######## elevator_car_drive_flat ########
**src/rtl/elevator_pkg.sv**
```systemverilog
// Shared definitions for the elevator car drive and the elevator controller:
// direction and floor encodings, car state enum, and small floor helpers.
package elevator_pkg;

    typedef enum logic [1:0] {
        DIR_STOP    = 2'b00,
        DIR_UP      = 2'b01,
        DIR_DOWN    = 2'b10,
        DIR_ILLEGAL = 2'b11
    } dir_e;

    typedef enum logic [1:0] {
        FLOOR_1 = 2'b00,
        FLOOR_2 = 2'b01,
        FLOOR_3 = 2'b10
    } floor_e;

    typedef enum logic [2:0] {
        ST_IDLE         = 3'd0,
        ST_MOVING       = 3'd1,
        ST_DOOR_OPENING = 3'd2,
        ST_DOOR_OPEN    = 3'd3,
        ST_DOOR_CLOSING = 3'd4,
        ST_FAULT        = 3'd5
    } car_state_e;

    localparam int unsigned TIMER_W = 4;

    // True when a one-floor move in direction dir from floor stays inside the shaft.
    function automatic logic can_move(input logic [1:0] dir, input logic [1:0] floor);
        return ((dir == DIR_UP) && (floor != FLOOR_3)) ||
               ((dir == DIR_DOWN) && (floor != FLOOR_1));
    endfunction

    // Floor reached after one move in direction dir.
    function automatic logic [1:0] step_floor(input logic [1:0] dir, input logic [1:0] floor);
        if (dir == DIR_UP)   return floor + 2'd1;
        if (dir == DIR_DOWN) return floor - 2'd1;
        return floor;
    endfunction

endpackage

```
**src/rtl/elevator_car_drive_if.sv**
```systemverilog
// Command/status bundle between the elevator controller (master) and the
// car drive (slave).
interface elevator_car_drive_if;

    logic [1:0] dir_cmd;
    logic       door_cmd;
    logic       elevator_arrived;
    logic [1:0] car_floor;
    logic       door_open_sts;
    logic       moving;
    logic       fault;

    modport master (
        output dir_cmd, door_cmd,
        input  elevator_arrived, car_floor, door_open_sts, moving, fault
    );

    modport slave (
        input  dir_cmd, door_cmd,
        output elevator_arrived, car_floor, door_open_sts, moving, fault
    );

endinterface

```
**src/rtl/elev_timer.sv**
```systemverilog
// Loadable down-counter shared by travel and door timing. Saturates at zero;
// zero_o flags an expired count, last_o flags the final count before zero.
module elev_timer
    import elevator_pkg::*;
#(
    parameter int unsigned W = TIMER_W
) (
    input  logic         clk,
    input  logic         rst,
    input  logic         load_i,
    input  logic         dec_i,
    input  logic [W-1:0] load_val_i,
    output logic         zero_o,
    output logic         last_o
);

    logic [W-1:0] cnt_q;

    // Count register: load has priority over decrement; holds at zero.
    always_ff @(posedge clk) begin
        // NOTE: sequential state uses non-blocking assignments so every register
        // samples the pre-edge values regardless of statement order.
        if (rst) begin
            cnt_q <= '0;
        end else if (load_i) begin
            cnt_q <= load_val_i;
        end else if (dec_i && (cnt_q != '0)) begin
            cnt_q <= cnt_q - W'(1);
        end
    end

    assign zero_o = (cnt_q == '0);
    assign last_o = (cnt_q == W'(1));

endmodule

```
**src/rtl/elevator_car_drive.sv**
```systemverilog
// Elevator car drive: three-floor car with committed one-floor moves, a
// door sequencer and a sticky fault interlock that only reset clears.
module elevator_car_drive
    import elevator_pkg::*;
#(
    parameter int unsigned T_TRAVEL = 8,
    parameter int unsigned T_DOOR   = 2
) (
    input  logic                 clk,
    input  logic                 rst,
    elevator_car_drive_if.slave  bus
);

    // Travel loads one less than T_TRAVEL: the load happens on the IDLE
    // sampling edge itself, so the arrival edge lands T_TRAVEL cycles later.
    localparam logic [TIMER_W-1:0] TRAVEL_RELOAD = TIMER_W'(T_TRAVEL - 1);
    localparam logic [TIMER_W-1:0] DOOR_RELOAD   = TIMER_W'(T_DOOR);

    car_state_e   state_q, state_d;
    logic [1:0]   floor_q, floor_d;
    logic [1:0]   dir_q, dir_d;
    logic         arrived_q, arrived_d;
    logic         door_open_q;
    logic         moving_q;
    logic         fault_q;

    logic               tmr_load;
    logic               tmr_dec;
    logic [TIMER_W-1:0] tmr_val;
    logic               tmr_zero;
    logic               tmr_last;

    elev_timer #(.W(TIMER_W)) u_timer (
        .clk        (clk),
        .rst        (rst),
        .load_i     (tmr_load),
        .dec_i      (tmr_dec),
        .load_val_i (tmr_val),
        .zero_o     (tmr_zero),
        .last_o     (tmr_last)
    );

    // Transition decode: next state, floor, latched direction and timer control.
    always_comb begin
        // NOTE: every output of this block gets a default first, so no path
        // leaves a signal unassigned and no latch is inferred.
        state_d   = state_q;
        floor_d   = floor_q;
        dir_d     = dir_q;
        arrived_d = 1'b0;
        tmr_load  = 1'b0;
        tmr_dec   = 1'b0;
        tmr_val   = '0;

        unique case (state_q)
            ST_IDLE: begin
                if ((bus.dir_cmd == DIR_ILLEGAL) ||
                    ((bus.dir_cmd != DIR_STOP) && bus.door_cmd)) begin
                    state_d = ST_FAULT;
                end else if (bus.dir_cmd == DIR_STOP) begin
                    if (bus.door_cmd) begin
                        state_d  = ST_DOOR_OPENING;
                        tmr_load = 1'b1;
                        tmr_val  = DOOR_RELOAD;
                    end
                end else if (can_move(bus.dir_cmd, floor_q)) begin
                    state_d  = ST_MOVING;
                    dir_d    = bus.dir_cmd;
                    tmr_load = 1'b1;
                    tmr_val  = TRAVEL_RELOAD;
                end else begin
                    state_d = ST_FAULT;
                end
            end

            ST_MOVING: begin
                if (bus.door_cmd || (bus.dir_cmd == DIR_ILLEGAL)) begin
                    state_d = ST_FAULT;
                end else if (tmr_zero) begin
                    floor_d   = step_floor(dir_q, floor_q);
                    arrived_d = 1'b1;
                    // Only the arrival edge looks at dir_cmd: continue if the
                    // same direction is still requested and another floor exists.
                    if ((bus.dir_cmd == dir_q) && can_move(dir_q, floor_d)) begin
                        tmr_load = 1'b1;
                        tmr_val  = TRAVEL_RELOAD;
                    end else begin
                        state_d = ST_IDLE;
                    end
                end else begin
                    tmr_dec = 1'b1;
                end
            end

            ST_DOOR_OPENING: begin
                tmr_dec = 1'b1;
                if (bus.dir_cmd != DIR_STOP) begin
                    state_d = ST_FAULT;
                end else if (tmr_last) begin
                    state_d = ST_DOOR_OPEN;
                end
            end

            ST_DOOR_OPEN: begin
                if (bus.dir_cmd != DIR_STOP) begin
                    state_d = ST_FAULT;
                end else if (!bus.door_cmd) begin
                    state_d  = ST_DOOR_CLOSING;
                    tmr_load = 1'b1;
                    tmr_val  = DOOR_RELOAD;
                end
            end

            ST_DOOR_CLOSING: begin
                tmr_dec = 1'b1;
                if (bus.dir_cmd != DIR_STOP) begin
                    state_d = ST_FAULT;
                end else if (tmr_last) begin
                    state_d = ST_IDLE;
                end
            end

            ST_FAULT: begin
                state_d = ST_FAULT;
            end

            default: begin
                state_d = ST_FAULT;
            end
        endcase
    end

    // State and registered outputs; door status freezes while in FAULT.
    always_ff @(posedge clk) begin
        if (rst) begin
            state_q     <= ST_IDLE;
            floor_q     <= FLOOR_1;
            dir_q       <= DIR_STOP;
            arrived_q   <= 1'b0;
            door_open_q <= 1'b0;
            moving_q    <= 1'b0;
            fault_q     <= 1'b0;
        end else begin
            state_q   <= state_d;
            floor_q   <= floor_d;
            dir_q     <= dir_d;
            arrived_q <= arrived_d;
            moving_q  <= (state_d == ST_MOVING);
            fault_q   <= (state_d == ST_FAULT);
            if (state_d != ST_FAULT) begin
                door_open_q <= (state_d == ST_DOOR_OPEN);
            end
        end
    end

    assign bus.elevator_arrived = arrived_q;
    assign bus.car_floor        = floor_q;
    assign bus.door_open_sts    = door_open_q;
    assign bus.moving           = moving_q;
    assign bus.fault            = fault_q;

endmodule

```
**src/flat_wrapper.sv**
```systemverilog
// flat-port wrapper written by rule: the top's interface ports become plain ports
module elevator_car_drive_flat import elevator_pkg::*;
#(
    parameter int unsigned T_TRAVEL = 8,
    parameter int unsigned T_DOOR   = 2
)
  (clk, rst, bus_dir_cmd, bus_door_cmd, bus_elevator_arrived, bus_car_floor, bus_door_open_sts, bus_moving, bus_fault);
  elevator_car_drive_if bus_i ();
  input  logic clk;
  input  logic rst;
  input wire logic [$bits(bus_i.dir_cmd)-1:0] bus_dir_cmd;
  input wire logic [$bits(bus_i.door_cmd)-1:0] bus_door_cmd;
  output wire logic [$bits(bus_i.elevator_arrived)-1:0] bus_elevator_arrived;
  output wire logic [$bits(bus_i.car_floor)-1:0] bus_car_floor;
  output wire logic [$bits(bus_i.door_open_sts)-1:0] bus_door_open_sts;
  output wire logic [$bits(bus_i.moving)-1:0] bus_moving;
  output wire logic [$bits(bus_i.fault)-1:0] bus_fault;
  assign bus_i.dir_cmd = bus_dir_cmd;
  assign bus_i.door_cmd = bus_door_cmd;
  assign bus_elevator_arrived = bus_i.elevator_arrived;
  assign bus_car_floor = bus_i.car_floor;
  assign bus_door_open_sts = bus_i.door_open_sts;
  assign bus_moving = bus_i.moving;
  assign bus_fault = bus_i.fault;
  elevator_car_drive #(.T_TRAVEL(T_TRAVEL), .T_DOOR(T_DOOR)) u_core (.clk(clk), .rst(rst), .bus(bus_i));
endmodule
```
**config.mk**
```make
export PLATFORM = sky130hd
export DESIGN_NAME = elevator_car_drive_flat
export DESIGN_NICKNAME = d
export VERILOG_FILES = /design/src/rtl/elevator_pkg.sv /design/src/rtl/elevator_car_drive_if.sv /design/src/rtl/elev_timer.sv /design/src/rtl/elevator_car_drive.sv /design/src/flat_wrapper.sv
export SDC_FILE = /design/constraint.sdc
export NUM_CORES = 1
export LEC_CHECK = 0
export ABC_CLOCK_PERIOD_IN_PS = 2200
export CAP_MARGIN = 20
export CORE_UTILIZATION = 54
export CTS_CLUSTER_DIAMETER = 150
export DETAILED_ROUTE_END_ITERATION = 12
export GPL_TIMING_DRIVEN = 0
export HOLD_SLACK_MARGIN = 0.12
export PLACE_DENSITY = 0.81
export REMOVE_ABC_BUFFERS = 1
export SYNTH_ARGS = -nofsm -noshare
export SYNTH_HDL_FRONTEND = slang
export SYNTH_SLANG_ARGS = --single-unit
```
**constraint.sdc**
```tcl
create_clock -name clk -period 2.2 [get_ports clk]
set_input_delay 0.44 -clock clk [delete_from_list [all_inputs] [get_ports clk]]
set_output_delay 0.44 -clock clk [all_outputs]
set_load 0.05 [all_outputs]
```
######## onewire_slave ########
### src/rtl/onewire_pkg.sv
// Shared 1-Wire definitions: slave FSM states and default slot/reset timing
// (25 MHz clock), so the master and slave ends agree on the same numbers.
package onewire_pkg;

    localparam int OW_SAMPLE_CYC    = 750;
    localparam int OW_TX_HOLD_CYC   = 750;
    localparam int OW_RST_MIN_CYC   = 10000;
    localparam int OW_PRES_WAIT_CYC = 750;
    localparam int OW_PRES_CYC      = 3000;
    localparam int OW_CNT_W         = 16;

    typedef enum logic [2:0] {
        ST_IDLE       = 3'd0,
        ST_SLOT       = 3'd1,
        ST_TX0_HOLD   = 3'd2,
        ST_WAIT_HIGH  = 3'd3,
        ST_RST_LOW    = 3'd4,
        ST_PRES_WAIT  = 3'd5,
        ST_PRES_DRIVE = 3'd6,
        ST_PRES_REL   = 3'd7
    } ow_state_e;

    function automatic logic ow_is_pres(input ow_state_e s);
        return (s == ST_PRES_WAIT) || (s == ST_PRES_DRIVE) || (s == ST_PRES_REL);
    endfunction

endpackage

### src/rtl/onewire_in_sync.sv
// Two-flop synchronizer for the 1-Wire bus line plus one-cycle fall/rise strobes.
module onewire_in_sync (
    input  logic clk,
    input  logic n_rst,
    input  logic wire_in,
    output logic line,
    output logic fall,
    output logic rise
);

    logic meta_q, meta_d;
    logic sync_q, sync_d;
    logic prev_q, prev_d;

    always_comb begin
        meta_d = wire_in;
        sync_d = meta_q;
        prev_d = sync_q;
    end

    // Reset to the idle (pulled-up) level so reset release never looks like a fall.
    always_ff @(posedge clk or negedge n_rst) begin
        if (!n_rst) begin
            meta_q <= 1'b1;
            sync_q <= 1'b1;
            prev_q <= 1'b1;
        end else begin
            meta_q <= meta_d;
            sync_q <= sync_d;
            prev_q <= prev_d;
        end
    end

    assign line = sync_q;
    assign fall = prev_q & ~sync_q;
    assign rise = ~prev_q & sync_q;

endmodule

### src/rtl/onewire_slave.sv
// 1-Wire device-end responder: reset/presence handling, LSB-first write-slot
// receive and read-slot transmit of a loaded byte.
//
//  state         | meaning
//  --------------+---------------------------------------------------------
//  ST_IDLE       | line high, waiting for a master falling edge
//  ST_SLOT       | receive slot or transmit '1' slot, line left released
//  ST_TX0_HOLD   | transmit '0': slave holds the line low
//  ST_WAIT_HIGH  | transmit '0' done, waiting for the line to return high
//  ST_RST_LOW    | bus reset classified, waiting for master release
//  ST_PRES_WAIT  | gap between reset release and presence pulse
//  ST_PRES_DRIVE | presence pulse, slave holds the line low
//  ST_PRES_REL   | presence released, waiting for synced line high
module onewire_slave
    import onewire_pkg::*;
#(
    parameter int SAMPLE_CYC    = OW_SAMPLE_CYC,
    parameter int TX_HOLD_CYC   = OW_TX_HOLD_CYC,
    parameter int RST_MIN_CYC   = OW_RST_MIN_CYC,
    parameter int PRES_WAIT_CYC = OW_PRES_WAIT_CYC,
    parameter int PRES_CYC      = OW_PRES_CYC,
    parameter int CNT_W         = OW_CNT_W
) (
    input  logic       clk,
    input  logic       n_rst,
    input  logic       wire_in,
    output logic       pull_low,
    input  logic [7:0] tx_byte,
    input  logic       tx_load,
    output logic       tx_busy,
    output logic       tx_done,
    output logic [7:0] rx_byte,
    output logic       rx_valid,
    output logic       reset_det
);

    localparam logic [CNT_W-1:0] SAMPLE_C      = CNT_W'(SAMPLE_CYC);
    localparam logic [CNT_W-1:0] HOLD_C        = CNT_W'(TX_HOLD_CYC);
    localparam logic [CNT_W-1:0] RST_C         = CNT_W'(RST_MIN_CYC);
    localparam logic [CNT_W-1:0] PWAIT_LAST_C  = CNT_W'(PRES_WAIT_CYC - 1);
    localparam logic [CNT_W-1:0] PDRIVE_LAST_C = CNT_W'(PRES_CYC - 1);
    localparam logic [CNT_W-1:0] CNT_MAX       = '1;

    logic line, fall, rise;

    ow_state_e        state_q, state_d;
    logic [CNT_W-1:0] cnt_q, cnt_d, cnt_inc;
    logic [2:0]       bit_cnt_q, bit_cnt_d;
    logic [7:0]       rx_sh_q, rx_sh_d;
    logic [7:0]       tx_sh_q, tx_sh_d;
    logic             tx_busy_q, tx_busy_d;
    logic             slot_tx_q, slot_tx_d;
    logic [7:0]       rx_byte_q, rx_byte_d;
    logic             rx_valid_q, rx_valid_d;
    logic             tx_done_q, tx_done_d;
    logic             reset_det_q, reset_det_d;

    logic bit_evt, bit_val, rst_entry, load_ok;

    onewire_in_sync u_sync (
        .clk     (clk),
        .n_rst   (n_rst),
        .wire_in (wire_in),
        .line    (line),
        .fall    (fall),
        .rise    (rise)
    );

    // Saturating so a very long low can never wrap back onto the sample point.
    assign cnt_inc = (cnt_q == CNT_MAX) ? cnt_q : cnt_q + 1'b1;

    always_comb begin
        state_d     = state_q;
        cnt_d       = cnt_inc;
        bit_cnt_d   = bit_cnt_q;
        rx_sh_d     = rx_sh_q;
        tx_sh_d     = tx_sh_q;
        tx_busy_d   = tx_busy_q;
        slot_tx_d   = slot_tx_q;
        rx_byte_d   = rx_byte_q;
        rx_valid_d  = 1'b0;
        tx_done_d   = 1'b0;
        reset_det_d = 1'b0;
        bit_evt     = 1'b0;
        bit_val     = 1'b0;
        rst_entry   = 1'b0;
        load_ok     = 1'b0;

        case (state_q)
            ST_IDLE: begin
                if (fall) begin
                    cnt_d     = '0;
                    slot_tx_d = tx_busy_q;
                    state_d   = (tx_busy_q && !tx_sh_q[0]) ? ST_TX0_HOLD : ST_SLOT;
                end
            end
            ST_SLOT: begin
                // A rise landing exactly on the sample point still counts as a '1'.
                if (rise) begin
                    if (cnt_q <= SAMPLE_C) begin
                        bit_evt = 1'b1;
                        bit_val = 1'b1;
                    end
                    state_d = ST_IDLE;
                end else if (cnt_q == SAMPLE_C) begin
                    bit_evt = 1'b1;
                    bit_val = 1'b0;
                end else if (cnt_q >= RST_C) begin
                    state_d = ST_RST_LOW;
                end
            end
            ST_TX0_HOLD: begin
                if (cnt_q == HOLD_C) begin
                    bit_evt = 1'b1;
                    state_d = ST_WAIT_HIGH;
                end
            end
            ST_WAIT_HIGH: begin
                if (line) begin
                    state_d = ST_IDLE;
                end else if (cnt_q >= RST_C) begin
                    state_d = ST_RST_LOW;
                end
            end
            ST_RST_LOW: begin
                if (line) begin
                    state_d = ST_PRES_WAIT;
                    cnt_d   = '0;
                end
            end
            ST_PRES_WAIT: begin
                if (cnt_q == PWAIT_LAST_C) begin
                    state_d = ST_PRES_DRIVE;
                    cnt_d   = '0;
                end
            end
            ST_PRES_DRIVE: begin
                if (cnt_q == PDRIVE_LAST_C) begin
                    state_d = ST_PRES_REL;
                    cnt_d   = '0;
                end
            end
            ST_PRES_REL: begin
                if (line) begin
                    state_d = ST_IDLE;
                end
            end
            default: state_d = ST_IDLE;
        endcase

        if (bit_evt) begin
            bit_cnt_d = bit_cnt_q + 3'd1;
            if (slot_tx_q) begin
                tx_sh_d = {1'b0, tx_sh_q[7:1]};
                if (bit_cnt_q == 3'd7) begin
                    tx_busy_d = 1'b0;
                    tx_done_d = 1'b1;
                end
            end else begin
                rx_sh_d = {bit_val, rx_sh_q[7:1]};
                if (bit_cnt_q == 3'd7) begin
                    rx_byte_d  = {bit_val, rx_sh_q[7:1]};
                    rx_valid_d = 1'b1;
                end
            end
        end

        rst_entry = (state_d == ST_RST_LOW) && (state_q != ST_RST_LOW);
        if (rst_entry) begin
            reset_det_d = 1'b1;
            bit_cnt_d   = '0;
            rx_sh_d     = '0;
            tx_busy_d   = 1'b0;
        end

        // Reset classification in the same cycle wins over a load.
        load_ok = tx_load && !tx_busy_q && !ow_is_pres(state_q)
                  && (state_q != ST_RST_LOW) && !rst_entry;
        if (load_ok) begin
            tx_sh_d   = tx_byte;
            tx_busy_d = 1'b1;
        end
    end

    always_ff @(posedge clk or negedge n_rst) begin
        if (!n_rst) begin
            state_q     <= ST_IDLE;
            cnt_q       <= '0;
            bit_cnt_q   <= '0;
            rx_sh_q     <= '0;
            tx_sh_q     <= '0;
            tx_busy_q   <= 1'b0;
            slot_tx_q   <= 1'b0;
            rx_byte_q   <= '0;
            rx_valid_q  <= 1'b0;
            tx_done_q   <= 1'b0;
            reset_det_q <= 1'b0;
        end else begin
            state_q     <= state_d;
            cnt_q       <= cnt_d;
            bit_cnt_q   <= bit_cnt_d;
            rx_sh_q     <= rx_sh_d;
            tx_sh_q     <= tx_sh_d;
            tx_busy_q   <= tx_busy_d;
            slot_tx_q   <= slot_tx_d;
            rx_byte_q   <= rx_byte_d;
            rx_valid_q  <= rx_valid_d;
            tx_done_q   <= tx_done_d;
            reset_det_q <= reset_det_d;
        end
    end

    // Decoded from state so an async reset releases the bus immediately.
    assign pull_low  = (state_q == ST_TX0_HOLD) || (state_q == ST_PRES_DRIVE);
    assign tx_busy   = tx_busy_q;
    assign tx_done   = tx_done_q;
    assign rx_byte   = rx_byte_q;
    assign rx_valid  = rx_valid_q;
    assign reset_det = reset_det_q;

endmodule
### config.mk
export PLATFORM = sky130hd
export DESIGN_NAME = onewire_slave
export DESIGN_NICKNAME = d
export VERILOG_FILES = /design/src/rtl/onewire_pkg.sv /design/src/rtl/onewire_in_sync.sv /design/src/rtl/onewire_slave.sv
export SDC_FILE = /design/constraint.sdc
export NUM_CORES = 1
export LEC_CHECK = 0
export CAP_MARGIN = 20
export CELL_PAD_IN_SITES_DETAIL_PLACEMENT = 0
export CELL_PAD_IN_SITES_GLOBAL_PLACEMENT = 2
export CORE_ASPECT_RATIO = 1.25
export CORE_MARGIN = 8
export CORE_UTILIZATION = 34
export DETAILED_ROUTE_END_ITERATION = 10
export PLACE_DENSITY = 0.82
export SYNTH_ARGS = -nofsm -noshare
export SYNTH_HDL_FRONTEND = slang
export SYNTH_HIERARCHICAL = 1
export SYNTH_SLANG_ARGS = --single-unit
### constraint.sdc
create_clock -name clk -period 2.3 [get_ports clk]
set_input_delay 0.345 -clock clk [delete_from_list [all_inputs] [get_ports clk]]
set_output_delay 0.345 -clock clk [all_outputs]
set_load 0.01 [all_outputs]
######## mem_port_arbiter_flat ########
### src/rtl/mem_port_arbiter_if.sv
// Bundle between the two core requesters, the arbiter and the unified memory port.
// The arbiter connects through the slave modport; the core/memory side uses master.
interface mem_port_arbiter_if #(
   parameter int unsigned ADDR_W = 32,
   parameter int unsigned DATA_W = 32
);
   logic              if_req;
   logic [ADDR_W-1:0] if_addr;
   logic [DATA_W-1:0] if_rdata;
   logic              if_ack;
   logic              d_req;
   logic              d_we;
   logic [ADDR_W-1:0] d_addr;
   logic [DATA_W-1:0] d_wdata;
   logic [DATA_W-1:0] d_rdata;
   logic              d_ack;
   logic              bus_err;
   logic              stall;
   logic              mem_req;
   logic              mem_we;
   logic [ADDR_W-1:0] mem_addr;
   logic [DATA_W-1:0] mem_wdata;
   logic [DATA_W-1:0] mem_rdata;
   logic              mem_ack;

   modport slave (
      input  if_req, if_addr, d_req, d_we, d_addr, d_wdata, mem_rdata, mem_ack,
      output if_rdata, if_ack, d_rdata, d_ack, bus_err, stall,
             mem_req, mem_we, mem_addr, mem_wdata
   );

   modport master (
      output if_req, if_addr, d_req, d_we, d_addr, d_wdata, mem_rdata, mem_ack,
      input  if_rdata, if_ack, d_rdata, d_ack, bus_err, stall,
             mem_req, mem_we, mem_addr, mem_wdata
   );
endinterface

### src/rtl/mem_port_arbiter.sv
// Serialises instruction-fetch and load/store traffic onto one memory port with
// alternating priority on conflict and a response watchdog.
module mem_port_arbiter #(
   parameter int unsigned ADDR_W  = 32,
   parameter int unsigned DATA_W  = 32,
   parameter int unsigned TIMEOUT = 16
) (
   input logic                clk,
   input logic                reset,
   mem_port_arbiter_if.slave  bus
);

   localparam int unsigned     CntW    = (TIMEOUT > 0) ? $clog2(TIMEOUT + 1) : 1;
   localparam logic [CntW-1:0] CntLast = CntW'((TIMEOUT > 0) ? TIMEOUT - 1 : 0);
   localparam logic [CntW-1:0] CntMax  = {CntW{1'b1}};
   localparam logic            GntData = 1'b1;

   typedef enum logic [1:0] {StIdle, StBusy, StResp} state_e;

   state_e            state_q, state_d;
   logic              last_grant_q, last_grant_d;
   logic [CntW-1:0]   cnt_q, cnt_d;
   logic              mem_req_q, mem_req_d;
   logic              mem_we_q, mem_we_d;
   logic [ADDR_W-1:0] mem_addr_q, mem_addr_d;
   logic [DATA_W-1:0] mem_wdata_q, mem_wdata_d;
   logic [DATA_W-1:0] if_rdata_q, if_rdata_d;
   logic [DATA_W-1:0] d_rdata_q, d_rdata_d;
   logic              if_ack_q, if_ack_d;
   logic              d_ack_q, d_ack_d;
   logic              bus_err_q, bus_err_d;
   logic              gnt;

   always_comb begin
      state_d      = state_q;
      last_grant_d = last_grant_q;
      cnt_d        = cnt_q;
      mem_req_d    = mem_req_q;
      mem_we_d     = mem_we_q;
      mem_addr_d   = mem_addr_q;
      mem_wdata_d  = mem_wdata_q;
      if_rdata_d   = if_rdata_q;
      d_rdata_d    = d_rdata_q;
      if_ack_d     = if_ack_q;
      d_ack_d      = d_ack_q;
      bus_err_d    = bus_err_q;
      // On conflict the requester that did not win last time gets the port.
      gnt = (bus.if_req & bus.d_req) ? ~last_grant_q : bus.d_req;

      unique case (state_q)
         StIdle: begin
            if (bus.if_req | bus.d_req) begin
               state_d      = StBusy;
               last_grant_d = gnt;
               cnt_d        = '0;
               mem_req_d    = 1'b1;
               if (gnt == GntData) begin
                  mem_we_d    = bus.d_we;
                  mem_addr_d  = {bus.d_addr[ADDR_W-1:2], 2'b00};
                  mem_wdata_d = bus.d_wdata;
               end else begin
                  mem_we_d    = 1'b0;
                  mem_addr_d  = {bus.if_addr[ADDR_W-1:2], 2'b00};
                  mem_wdata_d = '0;
               end
            end
         end
         StBusy: begin
            if (bus.mem_ack) begin
               state_d   = StResp;
               mem_req_d = 1'b0;
               if_ack_d  = (last_grant_q != GntData);
               d_ack_d   = (last_grant_q == GntData);
               if (last_grant_q != GntData) begin
                  if_rdata_d = bus.mem_rdata;
               end else if (!mem_we_q) begin
                  d_rdata_d = bus.mem_rdata;
               end
            end else if ((TIMEOUT != 0) && (cnt_q == CntLast)) begin
               state_d   = StResp;
               mem_req_d = 1'b0;
               bus_err_d = 1'b1;
               if_ack_d  = (last_grant_q != GntData);
               d_ack_d   = (last_grant_q == GntData);
               if (last_grant_q != GntData) begin
                  if_rdata_d = '0;
               end else begin
                  d_rdata_d = '0;
               end
            end else if (cnt_q != CntMax) begin
               cnt_d = cnt_q + 1'b1;
            end
         end
         StResp: begin
            state_d   = StIdle;
            if_ack_d  = 1'b0;
            d_ack_d   = 1'b0;
            bus_err_d = 1'b0;
         end
         default: state_d = StIdle;
      endcase
   end

   always_ff @(posedge clk or posedge reset) begin
      if (reset) begin
         state_q      <= StIdle;
         last_grant_q <= GntData;
         cnt_q        <= '0;
         mem_req_q    <= 1'b0;
         mem_we_q     <= 1'b0;
         mem_addr_q   <= '0;
         mem_wdata_q  <= '0;
         if_rdata_q   <= '0;
         d_rdata_q    <= '0;
         if_ack_q     <= 1'b0;
         d_ack_q      <= 1'b0;
         bus_err_q    <= 1'b0;
      end else begin
         state_q      <= state_d;
         last_grant_q <= last_grant_d;
         cnt_q        <= cnt_d;
         mem_req_q    <= mem_req_d;
         mem_we_q     <= mem_we_d;
         mem_addr_q   <= mem_addr_d;
         mem_wdata_q  <= mem_wdata_d;
         if_rdata_q   <= if_rdata_d;
         d_rdata_q    <= d_rdata_d;
         if_ack_q     <= if_ack_d;
         d_ack_q      <= d_ack_d;
         bus_err_q    <= bus_err_d;
      end
   end

   assign bus.mem_req   = mem_req_q;
   assign bus.mem_we    = mem_we_q;
   assign bus.mem_addr  = mem_addr_q;
   assign bus.mem_wdata = mem_wdata_q;
   assign bus.if_rdata  = if_rdata_q;
   assign bus.d_rdata   = d_rdata_q;
   assign bus.if_ack    = if_ack_q;
   assign bus.d_ack     = d_ack_q;
   assign bus.bus_err   = bus_err_q;
   assign bus.stall     = (bus.if_req & ~if_ack_q) | (bus.d_req & ~d_ack_q);

endmodule

### src/flat_wrapper.sv
// flat-port wrapper written by rule: the top's interface ports become plain ports
module mem_port_arbiter_flat 
#(
   parameter int unsigned ADDR_W  = 32,
   parameter int unsigned DATA_W  = 32,
   parameter int unsigned TIMEOUT = 16
)
  (clk, reset, bus_if_req, bus_if_addr, bus_d_req, bus_d_we, bus_d_addr, bus_d_wdata, bus_mem_rdata, bus_mem_ack, bus_if_rdata, bus_if_ack, bus_d_rdata, bus_d_ack, bus_bus_err, bus_stall, bus_mem_req, bus_mem_we, bus_mem_addr, bus_mem_wdata);
  mem_port_arbiter_if #(.ADDR_W(ADDR_W), .DATA_W(DATA_W)) bus_i ();
  input logic clk;
  input logic reset;
  input wire logic [$bits(bus_i.if_req)-1:0] bus_if_req;
  input wire logic [$bits(bus_i.if_addr)-1:0] bus_if_addr;
  input wire logic [$bits(bus_i.d_req)-1:0] bus_d_req;
  input wire logic [$bits(bus_i.d_we)-1:0] bus_d_we;
  input wire logic [$bits(bus_i.d_addr)-1:0] bus_d_addr;
  input wire logic [$bits(bus_i.d_wdata)-1:0] bus_d_wdata;
  input wire logic [$bits(bus_i.mem_rdata)-1:0] bus_mem_rdata;
  input wire logic [$bits(bus_i.mem_ack)-1:0] bus_mem_ack;
  output wire logic [$bits(bus_i.if_rdata)-1:0] bus_if_rdata;
  output wire logic [$bits(bus_i.if_ack)-1:0] bus_if_ack;
  output wire logic [$bits(bus_i.d_rdata)-1:0] bus_d_rdata;
  output wire logic [$bits(bus_i.d_ack)-1:0] bus_d_ack;
  output wire logic [$bits(bus_i.bus_err)-1:0] bus_bus_err;
  output wire logic [$bits(bus_i.stall)-1:0] bus_stall;
  output wire logic [$bits(bus_i.mem_req)-1:0] bus_mem_req;
  output wire logic [$bits(bus_i.mem_we)-1:0] bus_mem_we;
  output wire logic [$bits(bus_i.mem_addr)-1:0] bus_mem_addr;
  output wire logic [$bits(bus_i.mem_wdata)-1:0] bus_mem_wdata;
  assign bus_i.if_req = bus_if_req;
  assign bus_i.if_addr = bus_if_addr;
  assign bus_i.d_req = bus_d_req;
  assign bus_i.d_we = bus_d_we;
  assign bus_i.d_addr = bus_d_addr;
  assign bus_i.d_wdata = bus_d_wdata;
  assign bus_i.mem_rdata = bus_mem_rdata;
  assign bus_i.mem_ack = bus_mem_ack;
  assign bus_if_rdata = bus_i.if_rdata;
  assign bus_if_ack = bus_i.if_ack;
  assign bus_d_rdata = bus_i.d_rdata;
  assign bus_d_ack = bus_i.d_ack;
  assign bus_bus_err = bus_i.bus_err;
  assign bus_stall = bus_i.stall;
  assign bus_mem_req = bus_i.mem_req;
  assign bus_mem_we = bus_i.mem_we;
  assign bus_mem_addr = bus_i.mem_addr;
  assign bus_mem_wdata = bus_i.mem_wdata;
  mem_port_arbiter #(.ADDR_W(ADDR_W), .DATA_W(DATA_W), .TIMEOUT(TIMEOUT)) u_core (.clk(clk), .reset(reset), .bus(bus_i));
endmodule
### config.mk
export PLATFORM = sky130hd
export DESIGN_NAME = mem_port_arbiter_flat
export DESIGN_NICKNAME = d
export VERILOG_FILES = /design/src/rtl/mem_port_arbiter_if.sv /design/src/rtl/mem_port_arbiter.sv /design/src/flat_wrapper.sv
export SDC_FILE = /design/constraint.sdc
export NUM_CORES = 1
export LEC_CHECK = 0
export ABC_AREA = 1
export CAP_MARGIN = 10
export CORE_ASPECT_RATIO = 0.75
export CORE_MARGIN = 2
export CORE_UTILIZATION = 37
export DETAILED_ROUTE_END_ITERATION = 12
export GPL_ROUTABILITY_DRIVEN = 0
export HOLD_SLACK_MARGIN = 0.1
export PLACE_DENSITY_LB_ADDON = 0.1
export REMOVE_ABC_BUFFERS = 1
export SYNTH_ARGS = -nofsm -noshare
export SYNTH_HDL_FRONTEND = slang
export SYNTH_SLANG_ARGS = --single-unit
### constraint.sdc
create_clock -name clk -period 4 [get_ports clk]
set_clock_uncertainty 0.2 [all_clocks]
set_input_delay 0.4 -clock clk [delete_from_list [all_inputs] [get_ports clk]]
set_output_delay 0.4 -clock clk [all_outputs]
set_load 0.1 [all_outputs]
Fig. 1: elevator_car_drive_flat, clock wires, drivers and flops
Scale bar: 10 µm.
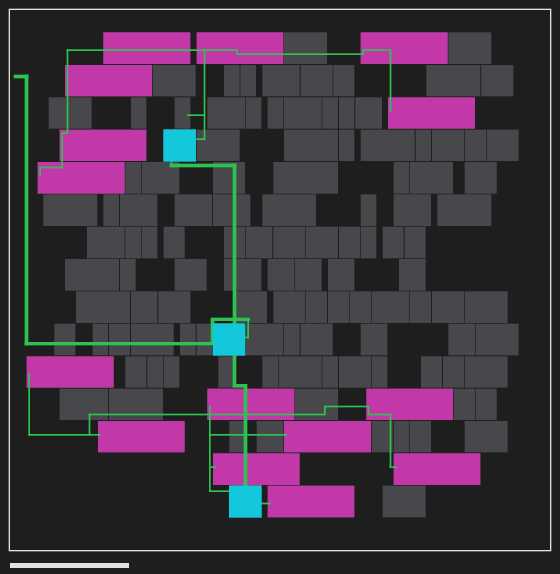
[clock-net drivers] cyan | count: 3
[flip-flops] magenta | count: 15
[clock wires] green | length: 203 µm
flops lie: spread over the die
final setup skew: 0.00427 ns
latest clock arrival within the worst-skew pair: 0.28 ns

==> run notes, elevator_car_drive_flat <==
Entry: Yosys synthesis followed by OpenROAD place and route.

Outcome:
- The flow ran to the end, and the final reports show no timing, DRC or antenna violations.

Layout:
- The run puts the number of clock buffers in the layout at 4.
- After routing the design area is 1130 µm².
- The run puts the proportion of cell area spent on the clock network at 0.0233.
- The run gives the fraction of area in registers as 0.267.
- The run gives the number of nets at the end of the flow as 142.

Critical path:
- The run puts the sum of buffers and inverters on the critical path at 2.
- The run puts the setup slack of the most critical reg-to-reg path at 0.42 ns.
- The run gives the delay of the slowest critical-path stage as 0.74 ns.

Synthesis:
- In the synthesized netlist, the cells that appear most often are dfxtp_1, nor2_1, a21oi_1, o21ai_0.
- The run gives the post-synth tally of flip-flops with integrated enable as 0.
- The run puts the share of cell area taken by muxes after synthesis at 0.0209.
- The run gives the synthesized area per cell as 8.13 µm².

Drt:
- For this block, the routed nets add up to 1.86 mm of wire.
- In this run the remaining antenna-violating nets after routing total 0.
- After detailed routing, the number of vias per cell comes to 5.62.
- The run gives the total number of vias as 876.

GRT:
- The run puts the via count of the first global-routing pass at 716.
- The run gives the most crowded layer after global routing as met2.
- The run gives the first-pass GRT wire length as 2.98 mm.

Run:
- The run puts the reported max-cap violation count at 0.
- The run puts the tool warning count at 28.

STA:
- The run gives the post-route clock period utilization as 0.901.

Clock tree:
- The run gives the TritonCTS clock tree as done.
- The run gives the post-CTS setup buffer count as 0.
- The run puts the number of buffers on the longest clock path at 2.

Min path:
- The run puts the number of cells on the worst hold path at 2.

Placement:
- The run puts the count of buffers inserted at the top-level ports at 10.
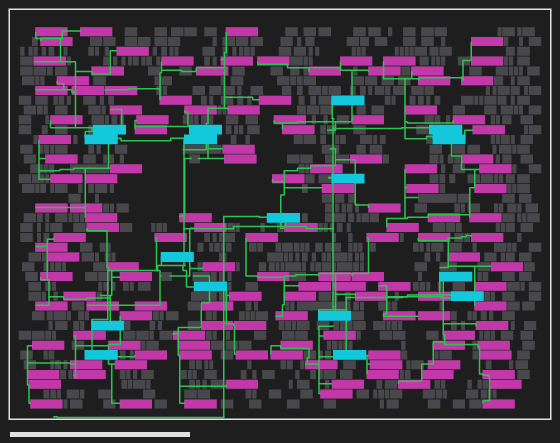
Fig. 2. Clock wires, drivers and flops (mem_port_arbiter_flat).
Scale bar: 50 µm.
[flip-flops] magenta | count: 139
[clock-net drivers] cyan | count: 17
[clock wires] green | length: 1830 µm
flops lie: spread over the die
latest clock arrival within the worst-skew pair: 0.41 ns

==> run notes, mem_port_arbiter_flat <==
Entry: Yosys synthesis followed by OpenROAD place and route.

Outcome:
- The run finished with clean final reports.

Drt:
- The run puts the detailed-route wire length per cell at 15.0 µm.
- In the detailed route, the total length drawn on met3 is 1.36 mm.
- In this run the top signal layer used is met4.

Synthesis:
- The run puts the yosys synthesis chip area at 5910 µm².
- The run puts the number of warnings issued by yosys at 0.
- The run puts the share of the synthesized area in the top cell type at 0.584.

Placement:
- The run gives the area of placed instances as 8570 µm².

Clock tree:
- The run gives the quantity of hold-fixing buffers added after cts as 0.
- The run puts the CTS sink count at 139.
- The run gives the post-cts repair resize count as 0.

Layout:
- The run puts the area growth from synthesis to layout at 55.8%.

GRT:
- The run puts the global routing usage summed across all routing layers at 0.200.

Critical path:
- The run gives the number of logic stages on the critical path including buffering as 8.
- The run puts the delay of the slowest critical-path stage at 0.61 ns.

Floorplan:
- The run puts the placeable core area at 15400 µm².

Pwr:
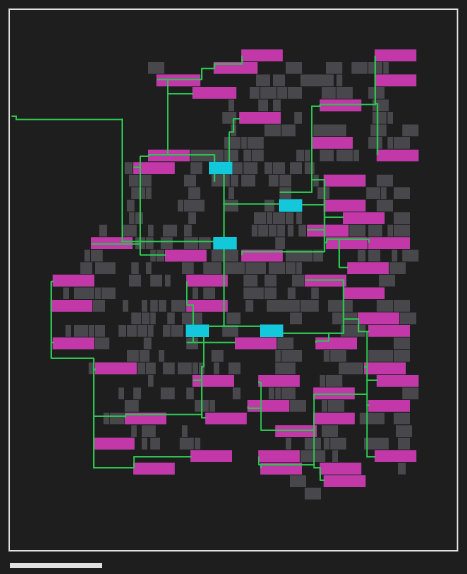
Fig. 3. Clock wires, drivers and flops (onewire_slave).
Scale bar: 20 µm.
[flip-flops] magenta | count: 53
[clock-net drivers] cyan | count: 5
[clock wires] green | length: 694 µm
routed clock nets: 6

==> run notes, onewire_slave <==
Entry: Yosys synthesis followed by OpenROAD place and route.

Placement:
- The run puts the count of buffers inserted at the top-level ports at 24.
- The run puts the post-DP HPWL at 4.37 mm.
- The pre-CTS setup check shows a worst slack of 0.133 ns.

Layout:
- Leaving out fill and tap cells, the most frequent cells in the layout are dfrtp_1, nor2_1, clkdlybuf4s50_1, buf_4, mux2i_1.
- The run gives the non-filler instance count after layout as 405.
- The layout contains a multi-input combinational cell count of 190.

Critical path:
- The endpoint identified for the worst register-to-register timing path is rx_byte[6].
- In this run the critical register-to-register path is launched from cnt_q[10].
- In this design, the largest share of critical-path delay is due to simple AND/OR/NAND/NOR gates.

Synthesis:
- Synthesis produced a netlist with a net count of 280.

Outcome:
- The run finished with clean final reports.

Clock tree:
- In this run the post-CTS setup repair buffer count came out at 0.
- The tree built by TritonCTS fans out to 53 sinks.

Drt:
- The run gives the number of antenna-violating nets in the routed design as 0.
- The run puts the initial DRC count at 76.

GRT:
- The run puts the met2 capacity usage during global routing at 0.197.

==> layout pictures side by side <==
Routed metal, one colour a layer.
(a)
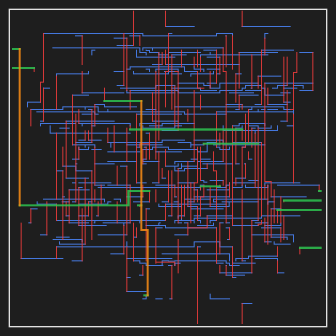
(b)
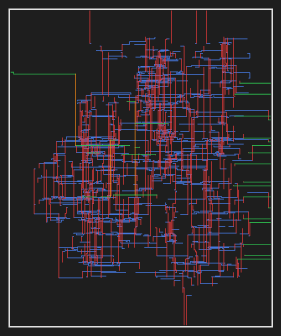
(c)
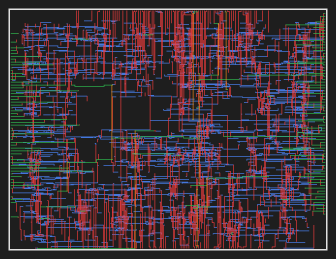
| picture | from |
|---|---|
| (b) | onewire_slave |
| (a) | elevator_car_drive_flat |
| (c) | mem_port_arbiter_flat |
Of these, least wire: (a)
Of these, most wire: (c)

Key to (c):
| layer | colour | wire length |
|---|---|---|
| M1 | blue | 7190 µm |
| M4 | orange | 313 µm |
| M2 | red | 7900 µm |
| M3 | green | 1360 µm |



==> gallery <==
The metal 2 layer.
Cells faint in the background.
Plate I
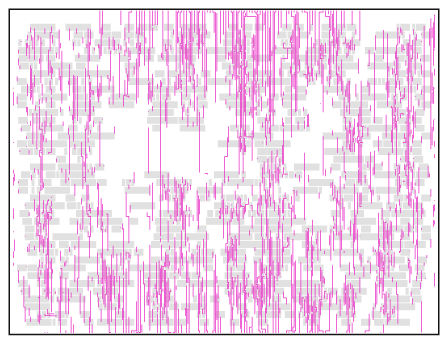
Plate II
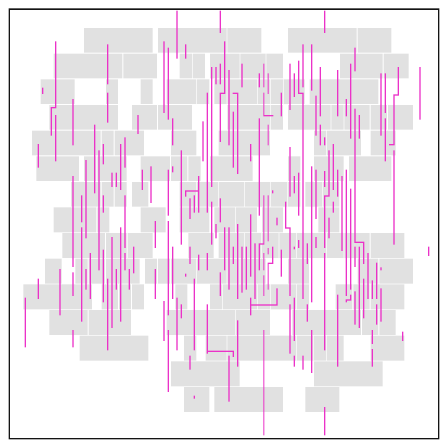
Plate III
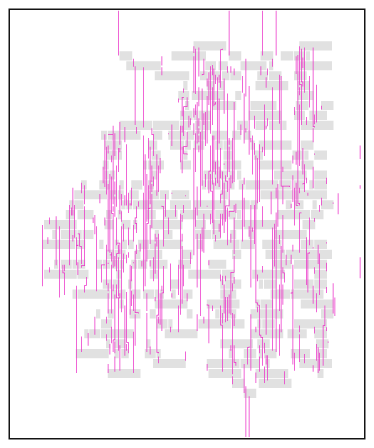
- Plate III = onewire_slave
- Plate I = mem_port_arbiter_flat
- Plate II = elevator_car_drive_flat

Key to Plate II:
main direction: vertical
longest straight run: 21.8 µm
share of all routed wire: 43%
nets with wire on the layer: 115
wire length on this layer: 791 µm


==> screenshots <==
M3 wires.
panel A
Scale bar: 10 µm. Cells faint in the background.
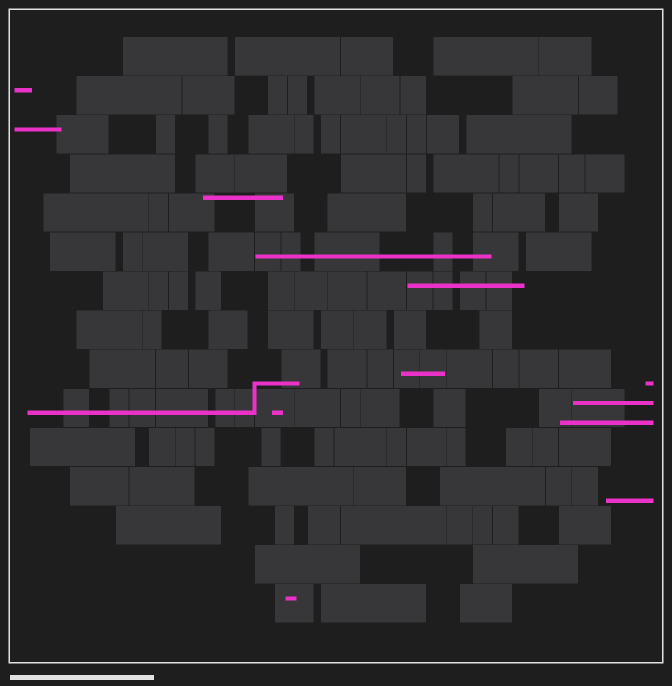
panel B
Scale bar: 50 µm. Cells faint in the background.
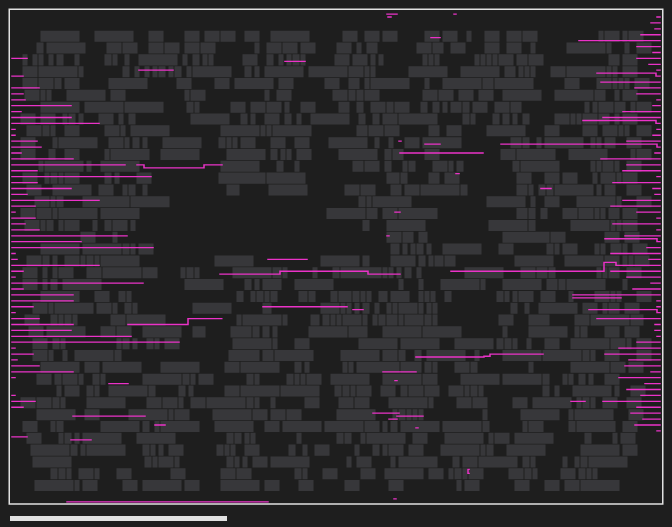
panel C
Scale bar: 20 µm. Cells faint in the background.
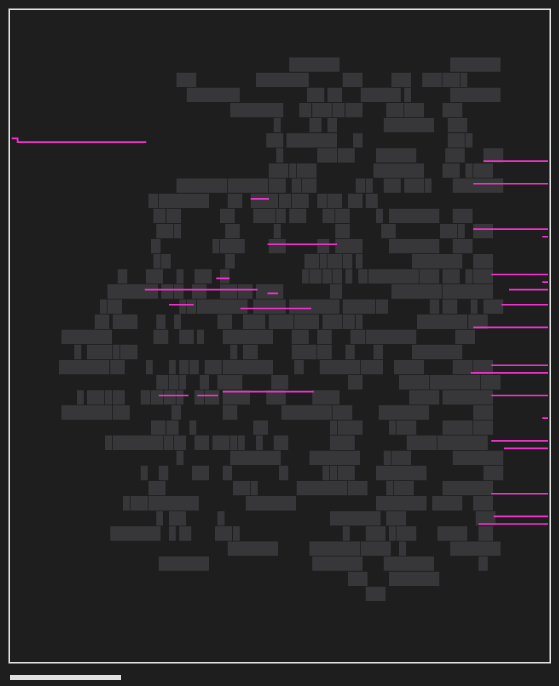
Panel B comes from mem_port_arbiter_flat.
Panel C comes from onewire_slave.
Panel A comes from elevator_car_drive_flat.
- largest die: panel B
- smallest die: panel A
Power figures are unreliable (inflated default activity).

